# branch_resolver

### Clock nets, branch_resolver

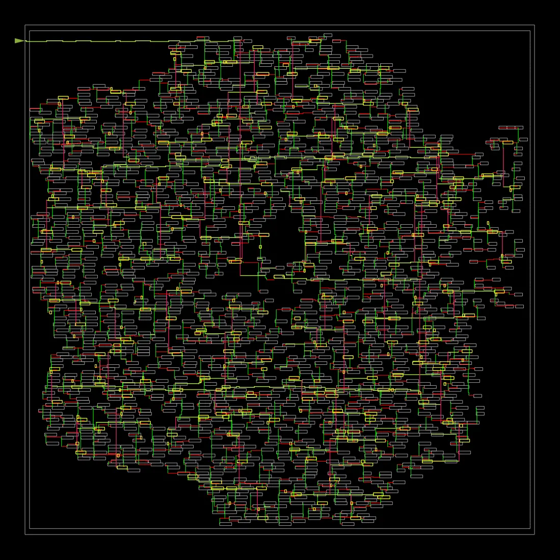

File: src/rtl/branch_resolver.sv
// Tracks fetch next-PC predictions per ROB tag and checks them against ALU outcomes at commit.
// A mispredicted commit flushes one cycle later; rdy_in low freezes all state and holds any pending flush.
module branch_resolver #(
  parameter int ROB_WIDTH = 4
) (
  input  logic                 clk_in,
  input  logic                 rst_in,
  input  logic                 rdy_in,
  input  logic                 pred_valid,
  input  logic [ROB_WIDTH-1:0] pred_rob_id,
  input  logic [6:0]           pred_op_type,
  input  logic [31:0]          pred_pc,
  input  logic                 pred_is_c,
  input  logic [31:0]          pred_next_pc,
  input  logic                 res_valid,
  input  logic [ROB_WIDTH-1:0] res_rob_id,
  input  logic                 res_taken,
  input  logic [31:0]          res_target,
  input  logic                 commit_valid,
  input  logic [ROB_WIDTH-1:0] commit_rob_id,
  output logic                 flush_out,
  output logic [31:0]          redirect_pc_out,
  output logic [31:0]          branch_cnt_out,
  output logic [31:0]          mispred_cnt_out,
  output logic                 proto_err_out
);

  localparam logic [6:0] OP_JAL    = 7'b1101111;
  localparam logic [6:0] OP_JALR   = 7'b1100111;
  localparam logic [6:0] OP_B_TYPE = 7'b1100011;
  localparam int DEPTH = 1 << ROB_WIDTH;

  typedef struct packed {
    logic        valid;
    logic        resolved;
    logic        mispred;
    logic [31:0] pred_next_pc;
    logic [31:0] fallthrough;
    logic [31:0] actual_pc;
  } entry_t;

  entry_t      tbl [DEPTH];
  logic        flush_q;
  logic [31:0] redirect_q;
  logic [31:0] branch_cnt;
  logic [31:0] mispred_cnt;
  logic        proto_err;

  entry_t      res_ent;
  entry_t      com_ent;
  logic [31:0] res_actual;
  logic        res_mispred;
  logic        bypass;
  logic        com_resolved;
  logic        com_mispred;
  logic [31:0] com_actual;
  logic        pred_is_br;
  logic        pred_is_jal;
  logic [31:0] pred_fallthrough;

  assign res_ent     = tbl[res_rob_id];
  assign com_ent     = tbl[commit_rob_id];
  assign res_actual  = res_taken ? res_target : res_ent.fallthrough;
  assign res_mispred = (res_actual != res_ent.pred_next_pc);

  // A resolve arriving in the same cycle as the commit of that tag is forwarded to the commit.
  assign bypass       = res_valid && res_ent.valid && (res_rob_id == commit_rob_id);
  assign com_resolved = com_ent.resolved | bypass;
  assign com_mispred  = bypass ? res_mispred : com_ent.mispred;
  assign com_actual   = bypass ? res_actual  : com_ent.actual_pc;

  assign pred_is_jal      = (pred_op_type == OP_JAL);
  assign pred_is_br       = pred_is_jal || (pred_op_type == OP_JALR) || (pred_op_type == OP_B_TYPE);
  assign pred_fallthrough = pred_pc + (pred_is_c ? 32'd2 : 32'd4);

  always_ff @(posedge clk_in) begin
    if (rst_in) begin
      for (int i = 0; i < DEPTH; i++) tbl[i] <= '0;
      flush_q     <= 1'b0;
      redirect_q  <= '0;
      branch_cnt  <= '0;
      mispred_cnt <= '0;
      proto_err   <= 1'b0;
    end else if (rdy_in) begin
      if (flush_q) begin
        flush_q <= 1'b0;
        for (int i = 0; i < DEPTH; i++) tbl[i].valid <= 1'b0;
      end else begin
        if (commit_valid && com_ent.valid) begin
          tbl[commit_rob_id].valid <= 1'b0;
          if (com_resolved) begin
            branch_cnt <= branch_cnt + 32'd1;
            if (com_mispred) begin
              mispred_cnt <= mispred_cnt + 32'd1;
              flush_q     <= 1'b1;
              redirect_q  <= com_actual;
            end
          end else begin
            proto_err <= 1'b1;
          end
        end
        if (res_valid && res_ent.valid) begin
          tbl[res_rob_id].resolved  <= 1'b1;
          tbl[res_rob_id].mispred   <= res_mispred;
          tbl[res_rob_id].actual_pc <= res_actual;
        end
        // Allocation is written last so it overrides a same-tag commit or resolve.
        if (pred_valid && pred_is_br) begin
          tbl[pred_rob_id] <= '{valid:        1'b1,
                                resolved:     pred_is_jal,
                                mispred:      1'b0,
                                pred_next_pc: pred_next_pc,
                                fallthrough:  pred_fallthrough,
                                actual_pc:    pred_next_pc};
        end
      end
    end
  end

  assign flush_out       = flush_q & rdy_in;
  assign redirect_pc_out = redirect_q;
  assign branch_cnt_out  = branch_cnt;
  assign mispred_cnt_out = mispred_cnt;
  assign proto_err_out   = proto_err;

endmodule
File: config.mk
export PLATFORM = sky130hd
export DESIGN_NAME = branch_resolver
export DESIGN_NICKNAME = d
export VERILOG_FILES = /design/src/rtl/branch_resolver.sv
export SDC_FILE = /design/constraint.sdc
export NUM_CORES = 2
export LEC_CHECK = 0
export CAP_MARGIN = 20
export CORE_MARGIN = 4
export CORE_UTILIZATION = 37
export DETAILED_ROUTE_END_ITERATION = 7
export GPL_TIMING_DRIVEN = 0
export PLACE_DENSITY = 0.52
export RECOVER_POWER = 50
export SLEW_MARGIN = 20
export SYNTH_ARGS = -nofsm -noshare
export SYNTH_HDL_FRONTEND = slang
export SYNTH_SLANG_ARGS = --single-unit
export TNS_END_PERCENT = 50
File: constraint.sdc
create_clock -name clk_in -period 4.4 [get_ports clk_in]
set_input_delay 0.88 -clock clk_in [delete_from_list [all_inputs] [get_ports clk_in]]
set_output_delay 0.88 -clock clk_in [all_outputs]
set_load 0.01 [all_outputs]
# button_arbiter

$ cat src/rtl/button_arbiter_pkg.sv
// Shared types and symbol codes for the pushbutton front end and the entry logic.
// Latency: n/a (declarations only).
// Backpressure: n/a.
package button_arbiter_pkg;

  // Arbitration FSM: waiting for a gesture, or absorbing the rest of one
  typedef enum logic {
    ARB_IDLE = 1'b0,
    ARB_HELD = 1'b1
  } arb_state_t;

  typedef logic [1:0] sym_t;

  // Symbol codes shared with the password/try entry logic
  localparam sym_t SYM_NONE = 2'b00;
  localparam sym_t SYM_B0   = 2'b01;
  localparam sym_t SYM_B1   = 2'b10;
  localparam sym_t SYM_B2   = 2'b11;

  localparam int NUM_BUTTONS = 3;

  // Highest-index button wins when several press events coincide
  function automatic sym_t pick_symbol(input logic [NUM_BUTTONS-1:0] evt);
    sym_t sym;
    sym = SYM_NONE;
    if (evt[2]) begin
      sym = SYM_B2;
    end else if (evt[1]) begin
      sym = SYM_B1;
    end else if (evt[0]) begin
      sym = SYM_B0;
    end
    return sym;
  endfunction

endpackage

$ cat src/rtl/button_arbiter_debounce_filter.sv
// Two-flop synchroniser plus stable-level debounce for one active-low button.
// Latency: level change accepted DEBOUNCE_CYCLES+2 edges after the raw pin settles.
// Backpressure: none; free-running filter.
module debounce_filter #(
  parameter int DEBOUNCE_CYCLES = 500000,
  parameter int CNT_WIDTH       = 20
) (
  input  logic clk,
  input  logic async_reset,
  input  logic button_raw,
  output logic pressed
);

  localparam logic [CNT_WIDTH-1:0] CNT_LAST = CNT_WIDTH'(DEBOUNCE_CYCLES - 1);

  logic                 s1;
  logic                 s2;
  logic                 sync_lvl;
  logic [CNT_WIDTH-1:0] cnt;

  // Synchroniser; resets to the released (high) pin level
  always_ff @(posedge clk) begin
    if (!async_reset) begin
      s1 <= 1'b1;
      s2 <= 1'b1;
    end else begin
      s1 <= button_raw;
      s2 <= s1;
    end
  end

  assign sync_lvl = ~s2;

  // Count consecutive cycles of disagreement; any bounce back restarts the count
  always_ff @(posedge clk) begin
    if (!async_reset) begin
      cnt     <= '0;
      pressed <= 1'b0;
    end else if (sync_lvl != pressed) begin
      if (cnt == CNT_LAST) begin
        pressed <= sync_lvl;
        cnt     <= '0;
      end else begin
        cnt <= cnt + CNT_WIDTH'(1);
      end
    end else begin
      cnt <= '0;
    end
  end

endmodule

$ cat src/rtl/button_arbiter.sv
// Debounces 3 pushbuttons, arbitrates each press gesture to one symbol, queues symbols.
// Latency: symbol_valid rises DEBOUNCE_CYCLES+3 edges after a stable raw press.
// Backpressure: valid/ready pop; when full without a pop a new symbol is dropped and overflow sticks.
module button_arbiter
  import button_arbiter_pkg::*;
#(
  parameter int DEBOUNCE_CYCLES = 500000,
  parameter int CNT_WIDTH       = 20,
  parameter int FIFO_DEPTH      = 4
) (
  input  logic       clk,
  input  logic       async_reset,
  input  logic [2:0] buttons_raw,
  input  logic       flush,
  input  logic       clear_overflow,
  input  logic       symbol_ready,
  output logic       symbol_valid,
  output logic [1:0] symbol_data,
  output logic [2:0] pressed,
  output logic       overflow
);

  localparam int               PTR_W    = $clog2(FIFO_DEPTH);
  localparam int               OCC_W    = PTR_W + 1;
  localparam logic [OCC_W-1:0] OCC_FULL = OCC_W'(FIFO_DEPTH);

  logic [2:0]       pressed_d;
  logic [2:0]       press_evt;
  arb_state_t       state;
  arb_state_t       state_nxt;
  logic             push_req;
  sym_t             push_sym;
  sym_t             mem [FIFO_DEPTH];
  logic [PTR_W-1:0] wr_ptr;
  logic [PTR_W-1:0] rd_ptr;
  logic [OCC_W-1:0] occ;
  logic             fifo_full;
  logic             pop;
  logic             push_ok;
  logic             ovf_set;

  for (genvar i = 0; i < NUM_BUTTONS; i++) begin : g_btn
    debounce_filter #(
      .DEBOUNCE_CYCLES(DEBOUNCE_CYCLES),
      .CNT_WIDTH      (CNT_WIDTH)
    ) u_debounce (
      .clk        (clk),
      .async_reset(async_reset),
      .button_raw (buttons_raw[i]),
      .pressed    (pressed[i])
    );
  end

  // Delayed debounced level for rising-edge (press) detection
  always_ff @(posedge clk) begin
    if (!async_reset) begin
      pressed_d <= '0;
    end else begin
      pressed_d <= pressed;
    end
  end

  assign press_evt = pressed & ~pressed_d;

  // Arbitration state register; flush deliberately leaves it alone
  always_ff @(posedge clk) begin
    if (!async_reset) begin
      state <= ARB_IDLE;
    end else begin
      state <= state_nxt;
    end
  end

  // One symbol per gesture: first press event pushes, then wait for all buttons released
  always_comb begin
    state_nxt = state;
    push_req  = 1'b0;
    push_sym  = pick_symbol(press_evt);
    case (state)
      ARB_IDLE: begin
        if (|press_evt) begin
          push_req  = 1'b1;
          state_nxt = ARB_HELD;
        end
      end
      ARB_HELD: begin
        if (pressed == 3'b000) begin
          state_nxt = ARB_IDLE;
        end
      end
      default: state_nxt = ARB_IDLE;
    endcase
  end

  assign fifo_full    = (occ == OCC_FULL);
  assign symbol_valid = (occ != '0);
  assign pop          = symbol_valid & symbol_ready & ~flush;
  // A pop in the same cycle frees the slot, so a full FIFO still accepts the push
  assign push_ok      = push_req & ~flush & (~fifo_full | pop);
  assign ovf_set      = push_req & ~flush & fifo_full & ~pop;
  assign symbol_data  = symbol_valid ? mem[rd_ptr] : SYM_NONE;

  // Symbol storage; contents are only meaningful below the occupancy count
  always_ff @(posedge clk) begin
    if (push_ok) begin
      mem[wr_ptr] <= push_sym;
    end
  end

  // Pointers and occupancy; flush empties the queue and beats any push or pop
  always_ff @(posedge clk) begin
    if (!async_reset || flush) begin
      wr_ptr <= '0;
      rd_ptr <= '0;
      occ    <= '0;
    end else begin
      if (push_ok) begin
        wr_ptr <= wr_ptr + PTR_W'(1);
      end
      if (pop) begin
        rd_ptr <= rd_ptr + PTR_W'(1);
      end
      case ({push_ok, pop})
        2'b10:   occ <= occ + OCC_W'(1);
        2'b01:   occ <= occ - OCC_W'(1);
        default: occ <= occ;
      endcase
    end
  end

  // Sticky overflow; a new drop in the same cycle as a clear keeps it set
  always_ff @(posedge clk) begin
    if (!async_reset) begin
      overflow <= 1'b0;
    end else if (ovf_set) begin
      overflow <= 1'b1;
    end else if (clear_overflow) begin
      overflow <= 1'b0;
    end
  end

endmodule

$ cat config.mk
export PLATFORM = sky130hd
export DESIGN_NAME = button_arbiter
export DESIGN_NICKNAME = d
export VERILOG_FILES = /design/src/rtl/button_arbiter_pkg.sv /design/src/rtl/button_arbiter_debounce_filter.sv /design/src/rtl/button_arbiter.sv
export SDC_FILE = /design/constraint.sdc
export NUM_CORES = 1
export LEC_CHECK = 0
export ABC_AREA = 1
export CORE_MARGIN = 3
export CORE_UTILIZATION = 50
export DETAILED_ROUTE_END_ITERATION = 8
export PLACE_DENSITY_LB_ADDON = 0.25
export SLEW_MARGIN = 20
export SYNTH_ARGS = -nofsm -noshare
export SYNTH_HDL_FRONTEND = slang
export SYNTH_HIERARCHICAL = 1
export SYNTH_SLANG_ARGS = --single-unit
$ cat constraint.sdc
create_clock -name clk -period 2.6 [get_ports clk]
set_input_delay 0.39 -clock clk [delete_from_list [all_inputs] [get_ports clk]]
set_output_delay 0.39 -clock clk [all_outputs]
set_load 0.005 [all_outputs]
# seg_scan_driver

File: src/rtl/seg_scan_pkg.sv
// Shared types and constants for the seven-segment scan driver.
// Holds the scan-state type, the blink-phase encoding and the
// active-low segment patterns ({g,f,e,d,c,b,a}, 0 = lit).
package seg_scan_pkg;

  // One state per driven digit; encoding 2'd3 is unused and recovers to DIG0
  typedef enum logic [1:0] {
    DIG0 = 2'd0,  // ones
    DIG1 = 2'd1,  // tens
    DIG2 = 2'd2   // hundreds
  } scan_state_t;

  // Alarm blink phase
  localparam logic PHASE_VISIBLE = 1'b0;
  localparam logic PHASE_HIDDEN  = 1'b1;

  // Active-low segment patterns for decimal digits 0..9
  localparam logic [6:0] SEG_DIGIT [0:9] = '{
    7'h40, 7'h79, 7'h24, 7'h30, 7'h19,
    7'h12, 7'h02, 7'h78, 7'h00, 7'h10
  };

  // Non-BCD codes show a dash (segment g only)
  localparam logic [6:0] SEG_DASH = 7'b0111111;
  localparam logic [6:0] SEG_OFF  = 7'h7F;

  // Anode patterns, active-low; an[3] is never driven
  localparam logic [3:0] AN_OFF  = 4'b1111;
  localparam logic [3:0] AN_ONES = 4'b1110;
  localparam logic [3:0] AN_TENS = 4'b1101;
  localparam logic [3:0] AN_HUND = 4'b1011;

endpackage

File: src/rtl/seg_scan_driver_bcd_to_seg7.sv
// Purely combinational BCD to active-low seven-segment decoder.
// Codes 10..15 decode to a dash.
module bcd_to_seg7
  import seg_scan_pkg::*;
(
  input  logic [3:0] bcd_i,
  output logic [6:0] seg_o
);

  // Table lookup; anything outside 0..9 becomes a dash
  always_comb begin
    seg_o = SEG_DASH;
    case (bcd_i)
      4'd0:    seg_o = SEG_DIGIT[0];
      4'd1:    seg_o = SEG_DIGIT[1];
      4'd2:    seg_o = SEG_DIGIT[2];
      4'd3:    seg_o = SEG_DIGIT[3];
      4'd4:    seg_o = SEG_DIGIT[4];
      4'd5:    seg_o = SEG_DIGIT[5];
      4'd6:    seg_o = SEG_DIGIT[6];
      4'd7:    seg_o = SEG_DIGIT[7];
      4'd8:    seg_o = SEG_DIGIT[8];
      4'd9:    seg_o = SEG_DIGIT[9];
      default: seg_o = SEG_DASH;
    endcase
  end

endmodule

File: src/rtl/seg_scan_driver.sv
// Three-digit time-multiplexed driver for a 4-anode common-anode
// seven-segment display. Digits are snapshotted once per frame,
// leading zeros are blanked and the display flashes while alarm is high.
// Optional heartbeat decimal point on the ones digit: SEG_SCAN_HEARTBEAT_EN.
//
// Outputs are registered from next-state values so that an/seg/dp
// change in the cycle right after the prescaler tick, together with
// the scan state itself.
module seg_scan_driver
  import seg_scan_pkg::*;
#(
  parameter int REFRESH_DIV  = 50000,  // clk cycles per digit slot, >= 2
  parameter int BLINK_FRAMES = 64      // frames per blink half-period, >= 1
) (
  input  logic       clk,
  input  logic       reset,        // asynchronous, active-low
  input  logic [3:0] value_three,  // hundreds
  input  logic [3:0] value_two,    // tens
  input  logic [3:0] value_one,    // ones
  input  logic       alarm,
  input  logic       sec_timer,
  output logic [3:0] an,
  output logic [6:0] seg,
  output logic       dp
);

  localparam int PW = (REFRESH_DIV > 1) ? $clog2(REFRESH_DIV) : 1;
  localparam int FW = $clog2(BLINK_FRAMES + 1);
  localparam logic [PW-1:0] PRE_LAST   = PW'(REFRESH_DIV - 1);
  localparam logic [FW-1:0] FRAME_LAST = FW'(BLINK_FRAMES - 1);

  logic [PW-1:0] pre_q, pre_d;
  scan_state_t   state_q, state_d;
  logic [3:0]    sh_one_q, sh_one_d;
  logic [3:0]    sh_two_q, sh_two_d;
  logic [3:0]    sh_three_q, sh_three_d;
  logic [FW-1:0] frame_q, frame_d;
  logic          phase_q, phase_d;
  logic [3:0]    an_q, an_d;
  logic [6:0]    seg_q, seg_d;
  logic          dp_q, dp_d;

  logic          tick;
  logic          frame_tick;
  logic          hidden;
  logic [3:0]    digit_sel;
  logic [6:0]    digit_seg;
  logic          hb_d;

  // Prescaler: one tick per digit slot
  always_comb begin
    tick  = (pre_q == PRE_LAST);
    pre_d = tick ? '0 : pre_q + 1'b1;
  end

  // Scan FSM next state; unused encoding recovers to DIG0 immediately
  always_comb begin
    state_d = state_q;
    case (state_q)
      DIG0:    if (tick) state_d = DIG1;
      DIG1:    if (tick) state_d = DIG2;
      DIG2:    if (tick) state_d = DIG0;
      default: state_d = DIG0;
    endcase
    frame_tick = tick && (state_q == DIG2);
  end

  // Snapshot the inputs at the frame boundary so one frame never mixes values
  always_comb begin
    sh_one_d   = sh_one_q;
    sh_two_d   = sh_two_q;
    sh_three_d = sh_three_q;
    if (frame_tick) begin
      sh_one_d   = value_one;
      sh_two_d   = value_two;
      sh_three_d = value_three;
    end
  end

  // Blink timing only runs while alarm is high; otherwise held at VISIBLE/0
  always_comb begin
    frame_d = frame_q;
    phase_d = phase_q;
    if (!alarm) begin
      frame_d = '0;
      phase_d = PHASE_VISIBLE;
    end else if (frame_tick) begin
      if (frame_q == FRAME_LAST) begin
        frame_d = '0;
        phase_d = ~phase_q;
      end else begin
        frame_d = frame_q + 1'b1;
      end
    end
    hidden = alarm && (phase_d == PHASE_HIDDEN);
  end

  // Select the shadow digit for the slot being shown next
  always_comb begin
    case (state_d)
      DIG0:    digit_sel = sh_one_d;
      DIG1:    digit_sel = sh_two_d;
      default: digit_sel = sh_three_d;
    endcase
  end

  bcd_to_seg7 u_dec (
    .bcd_i (digit_sel),
    .seg_o (digit_seg)
  );

`ifdef SEG_SCAN_HEARTBEAT_EN
  logic hb_q;

  // Heartbeat toggles once per second pulse
  always_comb begin
    hb_d = hb_q ^ sec_timer;
  end

  // Heartbeat register
  always_ff @(posedge clk or negedge reset) begin
    if (!reset) hb_q <= 1'b0;
    else        hb_q <= hb_d;
  end
`else
  logic unused_sec_timer;

  // Without the heartbeat the second pulse has no effect
  always_comb begin
    hb_d = 1'b0;
  end
  assign unused_sec_timer = sec_timer ^ hb_d;
`endif

  // Output decode: one anode at most, blanking and alarm hide applied here
  always_comb begin
    an_d  = AN_OFF;
    seg_d = SEG_OFF;
    dp_d  = 1'b1;
    if (!hidden) begin
      case (state_d)
        DIG0: begin
          an_d  = AN_ONES;
          seg_d = digit_seg;
`ifdef SEG_SCAN_HEARTBEAT_EN
          dp_d  = ~hb_d;
`endif
        end
        DIG1: begin
          if ((sh_three_d != 4'd0) || (sh_two_d != 4'd0)) begin
            an_d  = AN_TENS;
            seg_d = digit_seg;
          end
        end
        DIG2: begin
          if (sh_three_d != 4'd0) begin
            an_d  = AN_HUND;
            seg_d = digit_seg;
          end
        end
        default: begin
          an_d  = AN_OFF;
          seg_d = SEG_OFF;
        end
      endcase
    end
  end

  // State and output registers
  always_ff @(posedge clk or negedge reset) begin
    if (!reset) begin
      pre_q      <= '0;
      state_q    <= DIG0;
      sh_one_q   <= 4'd0;
      sh_two_q   <= 4'd0;
      sh_three_q <= 4'd0;
      frame_q    <= '0;
      phase_q    <= PHASE_VISIBLE;
      an_q       <= AN_OFF;
      seg_q      <= SEG_OFF;
      dp_q       <= 1'b1;
    end else begin
      pre_q      <= pre_d;
      state_q    <= state_d;
      sh_one_q   <= sh_one_d;
      sh_two_q   <= sh_two_d;
      sh_three_q <= sh_three_d;
      frame_q    <= frame_d;
      phase_q    <= phase_d;
      an_q       <= an_d;
      seg_q      <= seg_d;
      dp_q       <= dp_d;
    end
  end

  assign an  = an_q;
  assign seg = seg_q;
  assign dp  = dp_q;

endmodule
File: config.mk
export PLATFORM = sky130hd
export DESIGN_NAME = seg_scan_driver
export DESIGN_NICKNAME = d
export VERILOG_FILES = /design/src/rtl/seg_scan_pkg.sv /design/src/rtl/seg_scan_driver_bcd_to_seg7.sv /design/src/rtl/seg_scan_driver.sv
export SDC_FILE = /design/constraint.sdc
export NUM_CORES = 1
export LEC_CHECK = 0
export ABC_AREA = 1
export CORE_MARGIN = 2
export CORE_UTILIZATION = 51
export DETAILED_ROUTE_END_ITERATION = 16
export GPL_TIMING_DRIVEN = 0
export PLACE_DENSITY = 0.76
export RECOVER_POWER = 25
export SETUP_SLACK_MARGIN = 0.02
export SYNTH_ARGS = -nofsm -noshare
export SYNTH_HDL_FRONTEND = slang
export SYNTH_SLANG_ARGS = --single-unit
File: constraint.sdc
create_clock -name clk -period 2.1 [get_ports clk]
set_input_delay 0.42 -clock clk [delete_from_list [all_inputs] [get_ports clk]]
set_output_delay 0.42 -clock clk [all_outputs]
set_load 0.01 [all_outputs]
# pc_branch_unit

File: src/rtl/branch_pkg.sv
// Shared definitions for the PC / branch-resolution unit.
package branch_pkg;

    // Branch mode as carried on branch_ctl.
    typedef enum logic [2:0] {
        BR_NOP = 3'b000,
        BR_BR  = 3'b001,
        BR_B   = 3'b010,
        BR_BL  = 3'b011,
        BR_BZ  = 3'b100,
        BR_BNZ = 3'b101,
        BR_BCY = 3'b110,
        BR_RET = 3'b111
    } br_ctl_e;

    // Bits needed to hold an occupancy count of 0..depth.
    function automatic int unsigned cnt_w(input int unsigned depth);
        return $clog2(depth + 1);
    endfunction

endpackage

File: src/rtl/ras_stack.sv
// Return-address stack: circular buffer with a top pointer. A push while
// full overwrites the oldest entry; a pop while empty changes nothing.
module ras_stack
    import branch_pkg::*;
#(
    parameter int unsigned DEPTH = 4,
    parameter int unsigned W     = 32
) (
    input  logic                    clk,
    input  logic                    rst_n,
    input  logic                    push,
    input  logic                    pop,
    input  logic [W-1:0]            push_data,
    output logic [W-1:0]            pop_data,
    output logic [cnt_w(DEPTH)-1:0] count,
    output logic                    ovf_evt,
    output logic                    udf_evt
);

    localparam int unsigned CW = cnt_w(DEPTH);
    localparam int unsigned PW = $clog2(DEPTH);

    logic [W-1:0]  mem [DEPTH];
    logic [PW-1:0] top;
    logic [PW-1:0] top_inc;
    logic [PW-1:0] top_dec;
    logic          full;
    logic          empty;

    // Pointer neighbours with explicit wrap so non-power-of-two depths work.
    always_comb begin
        full     = (count == CW'(DEPTH));
        empty    = (count == '0);
        top_inc  = (top == PW'(DEPTH - 1)) ? '0 : top + PW'(1);
        top_dec  = (top == '0) ? PW'(DEPTH - 1) : top - PW'(1);
        pop_data = mem[top];
        ovf_evt  = push & full;
        udf_evt  = pop & empty;
    end

    // Top pointer and occupancy; a full push advances but keeps the count.
    always_ff @(posedge clk or negedge rst_n) begin
        if (!rst_n) begin
            top   <= '0;
            count <= '0;
        end else if (push) begin
            top <= top_inc;
            if (!full) count <= count + CW'(1);
        end else if (pop && !empty) begin
            top   <= top_dec;
            count <= count - CW'(1);
        end
    end

    // Entry storage; contents are don't-care after reset.
    always_ff @(posedge clk) begin
        if (push) mem[top_inc] <= push_data;
    end

endmodule

File: src/rtl/pc_branch_unit.sv
// Registered fetch PC with single-cycle branch resolution, RAS for calls
// and returns, stall hold and sticky RAS error flags.
module pc_branch_unit
    import branch_pkg::*;
#(
    parameter int unsigned      PC_W      = 32,
    parameter int unsigned      RAS_DEPTH = 4,
    parameter int unsigned      PC_INC    = 1,
    parameter logic [PC_W-1:0]  RESET_PC  = '0
) (
    input  logic                        clk,
    input  logic                        rst_n,
    input  logic                        stall,
    input  logic                        branch_valid,
    input  logic [2:0]                  branch_ctl,
    input  logic [PC_W-1:0]             branch_imm_in1,
    input  logic [PC_W-1:0]             branch_imm_in2,
    input  logic [PC_W-1:0]             branch_reg_in,
    input  logic                        flag_zero,
    input  logic                        flag_carry,
    input  logic                        clr_err,
    output logic [PC_W-1:0]             pc_out,
    output logic                        branch_taken,
    output logic [cnt_w(RAS_DEPTH)-1:0] ras_count,
    output logic                        ras_ovf,
    output logic                        ras_udf
);

    logic [PC_W-1:0] seq;
    logic [PC_W-1:0] next_pc;
    logic [PC_W-1:0] pop_data;
    logic            next_taken;
    logic            push;
    logic            pop;
    logic            ovf_evt;
    logic            udf_evt;

    ras_stack #(
        .DEPTH (RAS_DEPTH),
        .W     (PC_W)
    ) u_ras (
        .clk       (clk),
        .rst_n     (rst_n),
        .push      (push),
        .pop       (pop),
        .push_data (seq),
        .pop_data  (pop_data),
        .count     (ras_count),
        .ovf_evt   (ovf_evt),
        .udf_evt   (udf_evt)
    );

    // Target selection and RAS requests; stall suppresses all RAS action.
    always_comb begin
        seq        = pc_out + PC_W'(PC_INC);
        next_pc    = seq;
        next_taken = 1'b0;
        push       = 1'b0;
        pop        = 1'b0;
        if (branch_valid && !stall) begin
            case (br_ctl_e'(branch_ctl))
                BR_NOP: ;
                BR_BR: begin
                    next_pc    = branch_reg_in;
                    next_taken = 1'b1;
                end
                BR_B: begin
                    next_pc    = pc_out + branch_imm_in1;
                    next_taken = 1'b1;
                end
                BR_BL: begin
                    next_pc    = pc_out + branch_imm_in1;
                    next_taken = 1'b1;
                    push       = 1'b1;
                end
                BR_BZ: if (flag_zero) begin
                    next_pc    = pc_out + branch_imm_in2;
                    next_taken = 1'b1;
                end
                BR_BNZ: if (!flag_zero) begin
                    next_pc    = pc_out + branch_imm_in2;
                    next_taken = 1'b1;
                end
                BR_BCY: if (flag_carry) begin
                    next_pc    = pc_out + branch_imm_in2;
                    next_taken = 1'b1;
                end
                BR_RET: begin
                    pop = 1'b1;
                    if (ras_count != '0) begin
                        next_pc    = pop_data;
                        next_taken = 1'b1;
                    end
                end
                default: ;
            endcase
        end
    end

    // PC and taken pulse; stall holds the PC and drops the pulse.
    always_ff @(posedge clk or negedge rst_n) begin
        if (!rst_n) begin
            pc_out       <= RESET_PC;
            branch_taken <= 1'b0;
        end else if (stall) begin
            branch_taken <= 1'b0;
        end else begin
            pc_out       <= next_pc;
            branch_taken <= next_taken;
        end
    end

    // Sticky error flags; a new event outranks a same-cycle clear.
    always_ff @(posedge clk or negedge rst_n) begin
        if (!rst_n) begin
            ras_ovf <= 1'b0;
            ras_udf <= 1'b0;
        end else begin
            ras_ovf <= ovf_evt | (ras_ovf & ~clr_err);
            ras_udf <= udf_evt | (ras_udf & ~clr_err);
        end
    end

endmodule

File: config.mk
export PLATFORM = sky130hd
export DESIGN_NAME = pc_branch_unit
export DESIGN_NICKNAME = d
export VERILOG_FILES = /design/src/rtl/branch_pkg.sv /design/src/rtl/ras_stack.sv /design/src/rtl/pc_branch_unit.sv
export SDC_FILE = /design/constraint.sdc
export NUM_CORES = 1
export LEC_CHECK = 0
export CORE_MARGIN = 2
export CORE_UTILIZATION = 51
export CTS_CLUSTER_DIAMETER = 150
export CTS_CLUSTER_SIZE = 24
export DETAILED_ROUTE_END_ITERATION = 8
export PLACE_DENSITY_LB_ADDON = 0.3
export SETUP_SLACK_MARGIN = 0.1
export SYNTH_ARGS = -nofsm -noshare
export SYNTH_HDL_FRONTEND = slang
export SYNTH_SLANG_ARGS = --single-unit
File: constraint.sdc
create_clock -name clk -period 2.5 [get_ports clk]
set_input_delay 0.25 -clock clk [delete_from_list [all_inputs] [get_ports clk]]
set_output_delay 0.25 -clock clk [all_outputs]
set_load 0.05 [all_outputs]

==> gallery <==
Wiring by layer.
(a)
Drawn at 2 px/um.
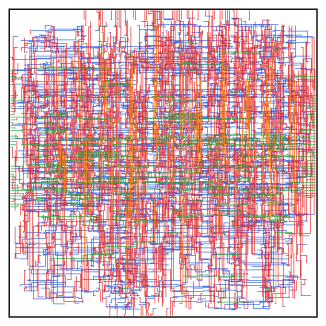
(b)
Drawn at 4 px/um.
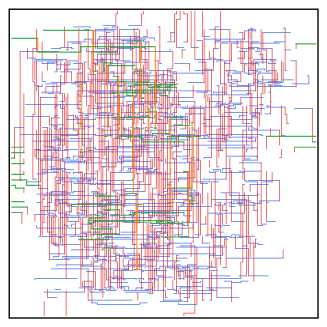
(c)
Drawn at 4 px/um.
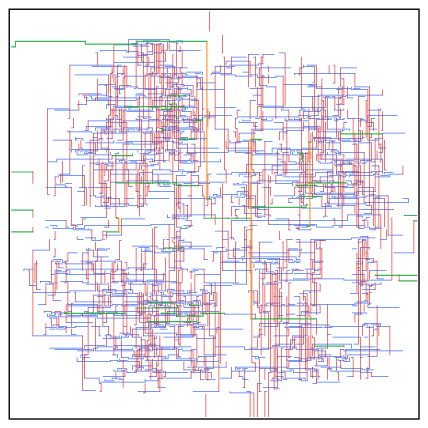
(d)
Drawn at 1 px/um.
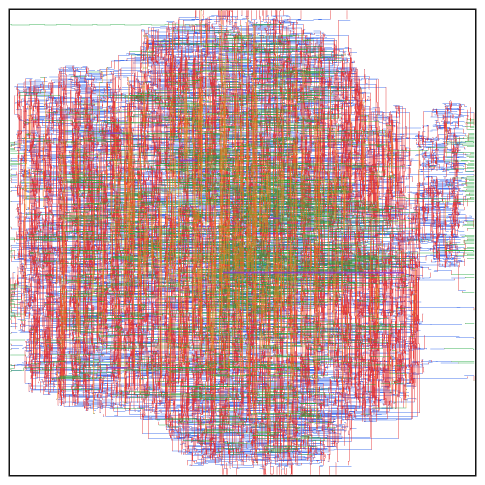
button_arbiter: (c)
pc_branch_unit: (a)
seg_scan_driver: (b)
branch_resolver: (d)
Of these, smallest die: (b)

Key to (d):
metal 2 -> red  # wire length 157 mm
metal 3 -> green  # wire length 47.1 mm
metal 5 -> purple  # wire length 251 um
metal 1 -> blue  # wire length 128 mm
metal 4 -> orange  # wire length 25.5 mm

### Metal 2, button_arbiter

Drawn at 3 px/um.
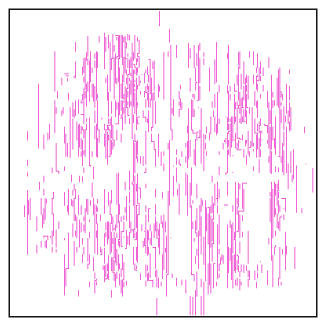
longest straight run = 32.0 um
nets with wire on the layer = 512
main direction = vertical

==> summary.txt, button_arbiter <==
run metrics: post-route insts no fill=768, synthesized chip area reported by yosys=0.00461 sq mm, Combinational Area=approximately 0.0023 sq mm, area share of the largest cell type after synthesis=between 30 and 40%, class of the most critical hold timing path=reg2reg, r2r startpoint=g_btn[2].u_debounce/pressed, average wire length per cell after detail routing=11.1 um, insertion delay to the later sink of the worst-skew pair=0.35 ns, dominant cell type by area after synthesis=dfxtp_1, outcome=finished clean, Synth top cell by count=nand2_1, most frequently placed logic cells in the final layout=136 x nand2_1, 100 x nor2_1, 85 x inv_1, 83 x dfxtp_1, 39 x nor2_2, endpoint class of the critical path=flip-flop, Synth Area in Adders=2.60%, maximum level of the CTS H-tree=3
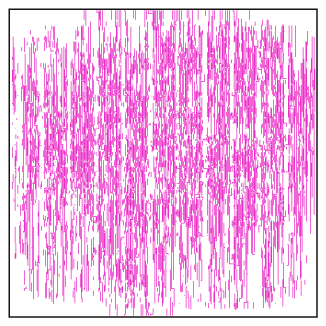
*Metal 2, pc_branch_unit*
Drawn at 2 px/um.
main direction = vertical
wire length on this layer = 21.8 mm
nets with wire on the layer = 1569

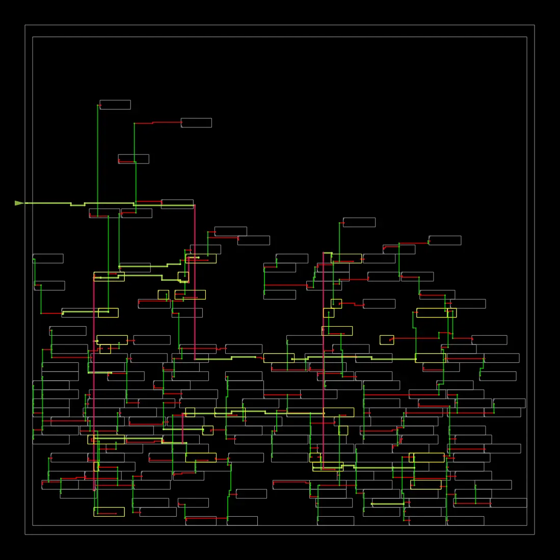
*Clock nets, pc_branch_unit*
FFs & Latches: 168
number of clock sinks seen by CTS: 168
Inserted Clock Buffers: 17

==> summary.txt, pc_branch_unit <==
run metrics: outcome=finished with violations, failing checks=negative setup slack, post-synthesis compound-gate area fraction=19.8%, synth warn=0, clock power share=13.4%, Synth top cell by count=edfxtp_1, overall chip area=between 0.02 and 0.025 sq mm, length of routed met2 wiring=21.8 mm, DR top layer=met4, series of cell instances along the critical path=ha_4 -> and3_4 -> nand4_1 -> a2111oi_2 -> buf_4 -> a211oi_4 -> o21ai_4 -> a31oi_2 -> or4_1 -> and3_1 -> a22oi_2, Final setup viols=32, final core area utilization=between 80% and 90%, buffers inserted during post-CTS setup optimization=30, setup ws final=-0.458 ns, count of pins over their slew limit=0, Top cells by area=edfxtp_1 34%, dfrtp_1 8.8%, ha_1 7.6%
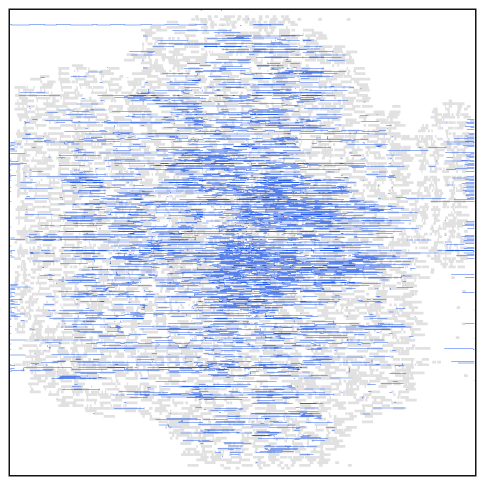
*Signal wires on met3, branch_resolver*
Drawn at 1 px/um.
longest straight run = 206 um
wire length on this layer = 47.1 mm
nets with wire on the layer = 1032
main direction = horizontal
share of all routed wire = 13%

Notes on 'Clock nets' of branch_resolver above:
worst setup skew after layout: 0.0586 ns
FFs & Latches: 1682
number of clock sinks seen by CTS: 1682
insertion delay to the later sink of the worst-skew pair: 0.89 ns

==> summary.txt, branch_resolver <==
run metrics: post-detailed-placement cell area=0.0847 sq mm, met1 Track Usage GR=40.9%, actual transition at the worst max-transition pin=~1.4 ns, clock group power=15.7 mW, dominant cell type by area after synthesis=edfxtp_1, share of total power consumed by net switching=26.0%, endpoint class of the critical path=flip-flop, Total Negative Setup Slacks=-47.49 ns, class of the most critical hold timing path=reg2reg, share of layout cells above drive strength 1=between 10% and 20%, CTS root buffer=clkbuf_16, minimum period implied by the final worst setup slack=4.70 ns, failing checks=negative setup slack, Antenna Diode Count=32, number of logic inverters in the finished layout=13, cell with the most instances on the worst path=clkbuf_1, met3 wire len=47.1 mm, Final setup viols=~430, leakage dissipation=about 36 nW, CP arrival=5.24 ns, overall chip area=0.216 sq mm, mean post-synth cell area=14.6 sq um, outcome=finished with violations, Top cells by area=edfxtp_1 60%, mux4_2 11%, dfxtp_1 3.4%, most numerous logic cell after layout=edfxtp_1, setup ws final=-0.300 ns, count of pins over their slew limit=0, R2R setup slack=around 0.11 ns
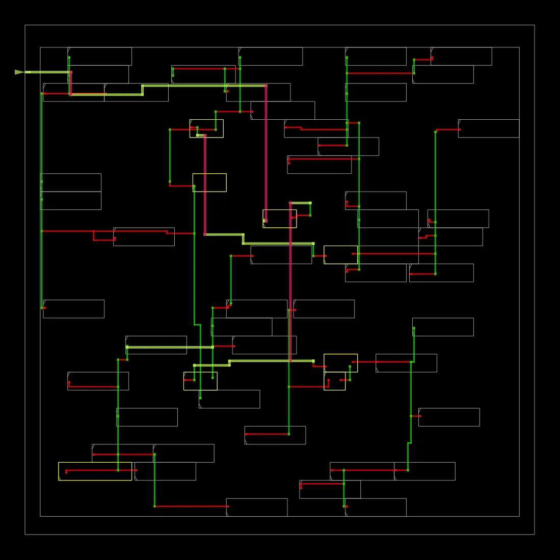
*Clock nets, seg_scan_driver*
Inserted Clock Buffers: 5
insertion delay to the later sink of the worst-skew pair: 0.32 ns
FFs & Latches: 48
clock group power: 0.726 mW
number of clock sinks seen by CTS: 48

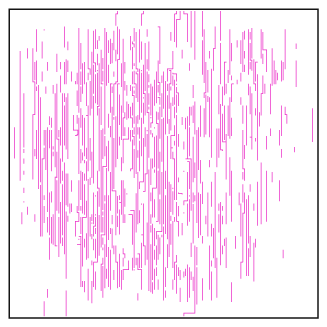
*Metal 2, seg_scan_driver*
Drawn at 4 px/um.
main direction = vertical
share of all routed wire = 53%

==> summary.txt, seg_scan_driver <==
run metrics: post-synthesis compound-gate area fraction=4.95%, number of warnings in the stage logs=32, Synth Area in Adders=2.78%, Period Utilization, post-route=113%, Combinational Power Share=3.8%, class of the most critical hold timing path=reg2reg, max_cap viols=0, count of pins over their slew limit=0, register ranked first by flip-flop count=pre_q, outcome=finished with violations, peak clock frequency supported by timing=between 400 and 500 MHz, synthesized chip area reported by yosys=0.00270 sq mm, actual transition at the worst max-transition pin=0.685 ns, number of flip-flops under the largest register name=16, detailed router's first-iteration violation count=approximately 130, Top class by area=multi-input combinational cells, met1 Track Usage GR=28.0%, number of vias per cell after detailed routing=5.37, number of tap cells inserted=70, failing checks=negative setup slack, fraction of synthesized cell area in xor and xnor cells=1.30%, most instantiated flip-flop cell in the synthesis netlist=dfrtp_1, post-detailed-placement cell area=0.00306 sq mm, synthesized netlist cell count=325, leakage dissipation=1.81 nW, length of routed met2 wiring=3.78 mm, multiplexer fraction of the synthesized cell area=0%, synthesized-area fraction occupied by and/or/nand/nor cells=36.6%, maximum fanout along the worst path=7, maximum vdd drop=0.659 mV, startpoint type of the worst setup path=flip-flop, Crit. Startpoint=pre_q[13], worst setup path class=reg2reg, CTS root buffer=clkbuf_8, total internal power=around 1.3 mW, Antenna Diode Count=0, setup ws final=-0.273 ns, proportion of cell area spent on the clock network=3.27%, met3 Usage GRT=roughly 4.7%, share of total power consumed by net switching=about 22%, pre-CTS WS=-0.330 ns, Final setup viols=9, sequential cell area fraction in the yosys report=44.9%, number of buffer and inverter stages on the critical path=4, Inst Count DP=approximately 420


==> notes/layouts.md <==
Pictures saved along the way, in no particular order.

Signal wires on met3.
image #1
Drawn at 3 px/um.
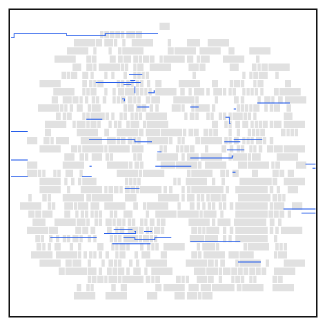
image #2
Drawn at 4 px/um.
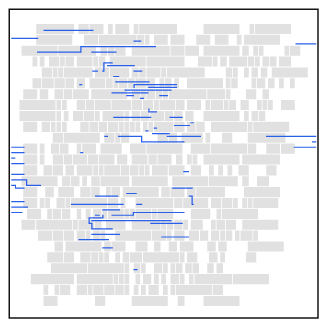
image #3
Drawn at 2 px/um.
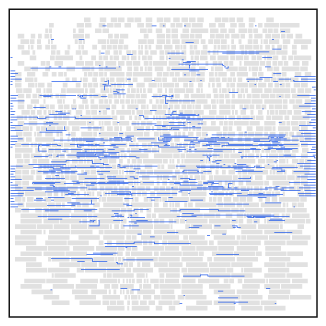
Image #3 is pc_branch_unit.
Image #1 is button_arbiter.
Image #2 is seg_scan_driver.
Of these, largest die: image #3
Of these, smallest die: image #2


==> notes/layouts.md <==
Pictures saved along the way, in no particular order.

Power grid.
Plate I
Drawn at 4 px/um. Pins as bars on the die edge. Tap cells in gray.
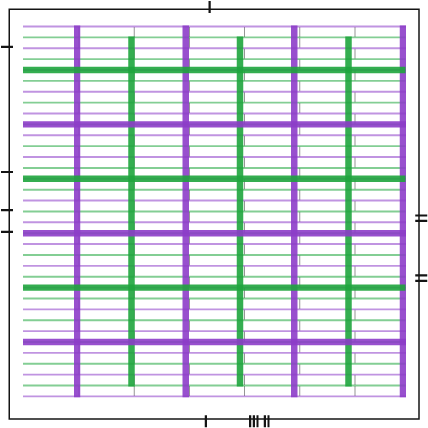
Plate II
Pins as bars on the die edge. Tap cells in gray.
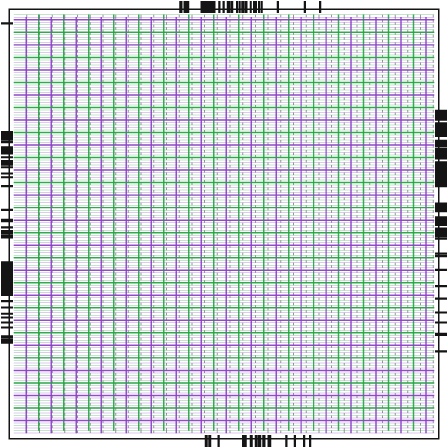
Plate III
Drawn at 2 px/um. Pins as bars on the die edge. Tap cells in gray.
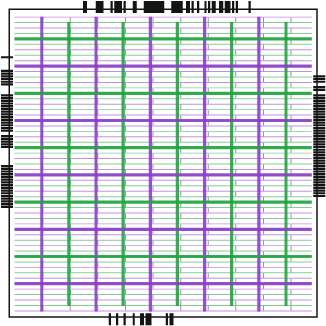
Plate IV
Drawn at 4 px/um. Pins as bars on the die edge. Tap cells in gray.
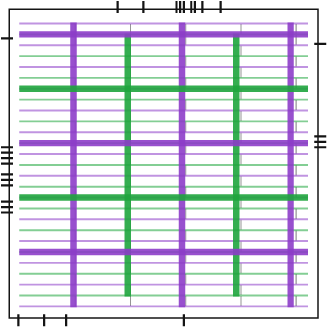
Plate III -> pc_branch_unit
Plate II -> branch_resolver
Plate IV -> seg_scan_driver
Plate I -> button_arbiter

Key to Plate I:
VSS -> purple
VDD -> green
tap cells = 108
rows = 34
met5 straps = 6

No activity file was given, so power comes from the tool's default toggle rates.
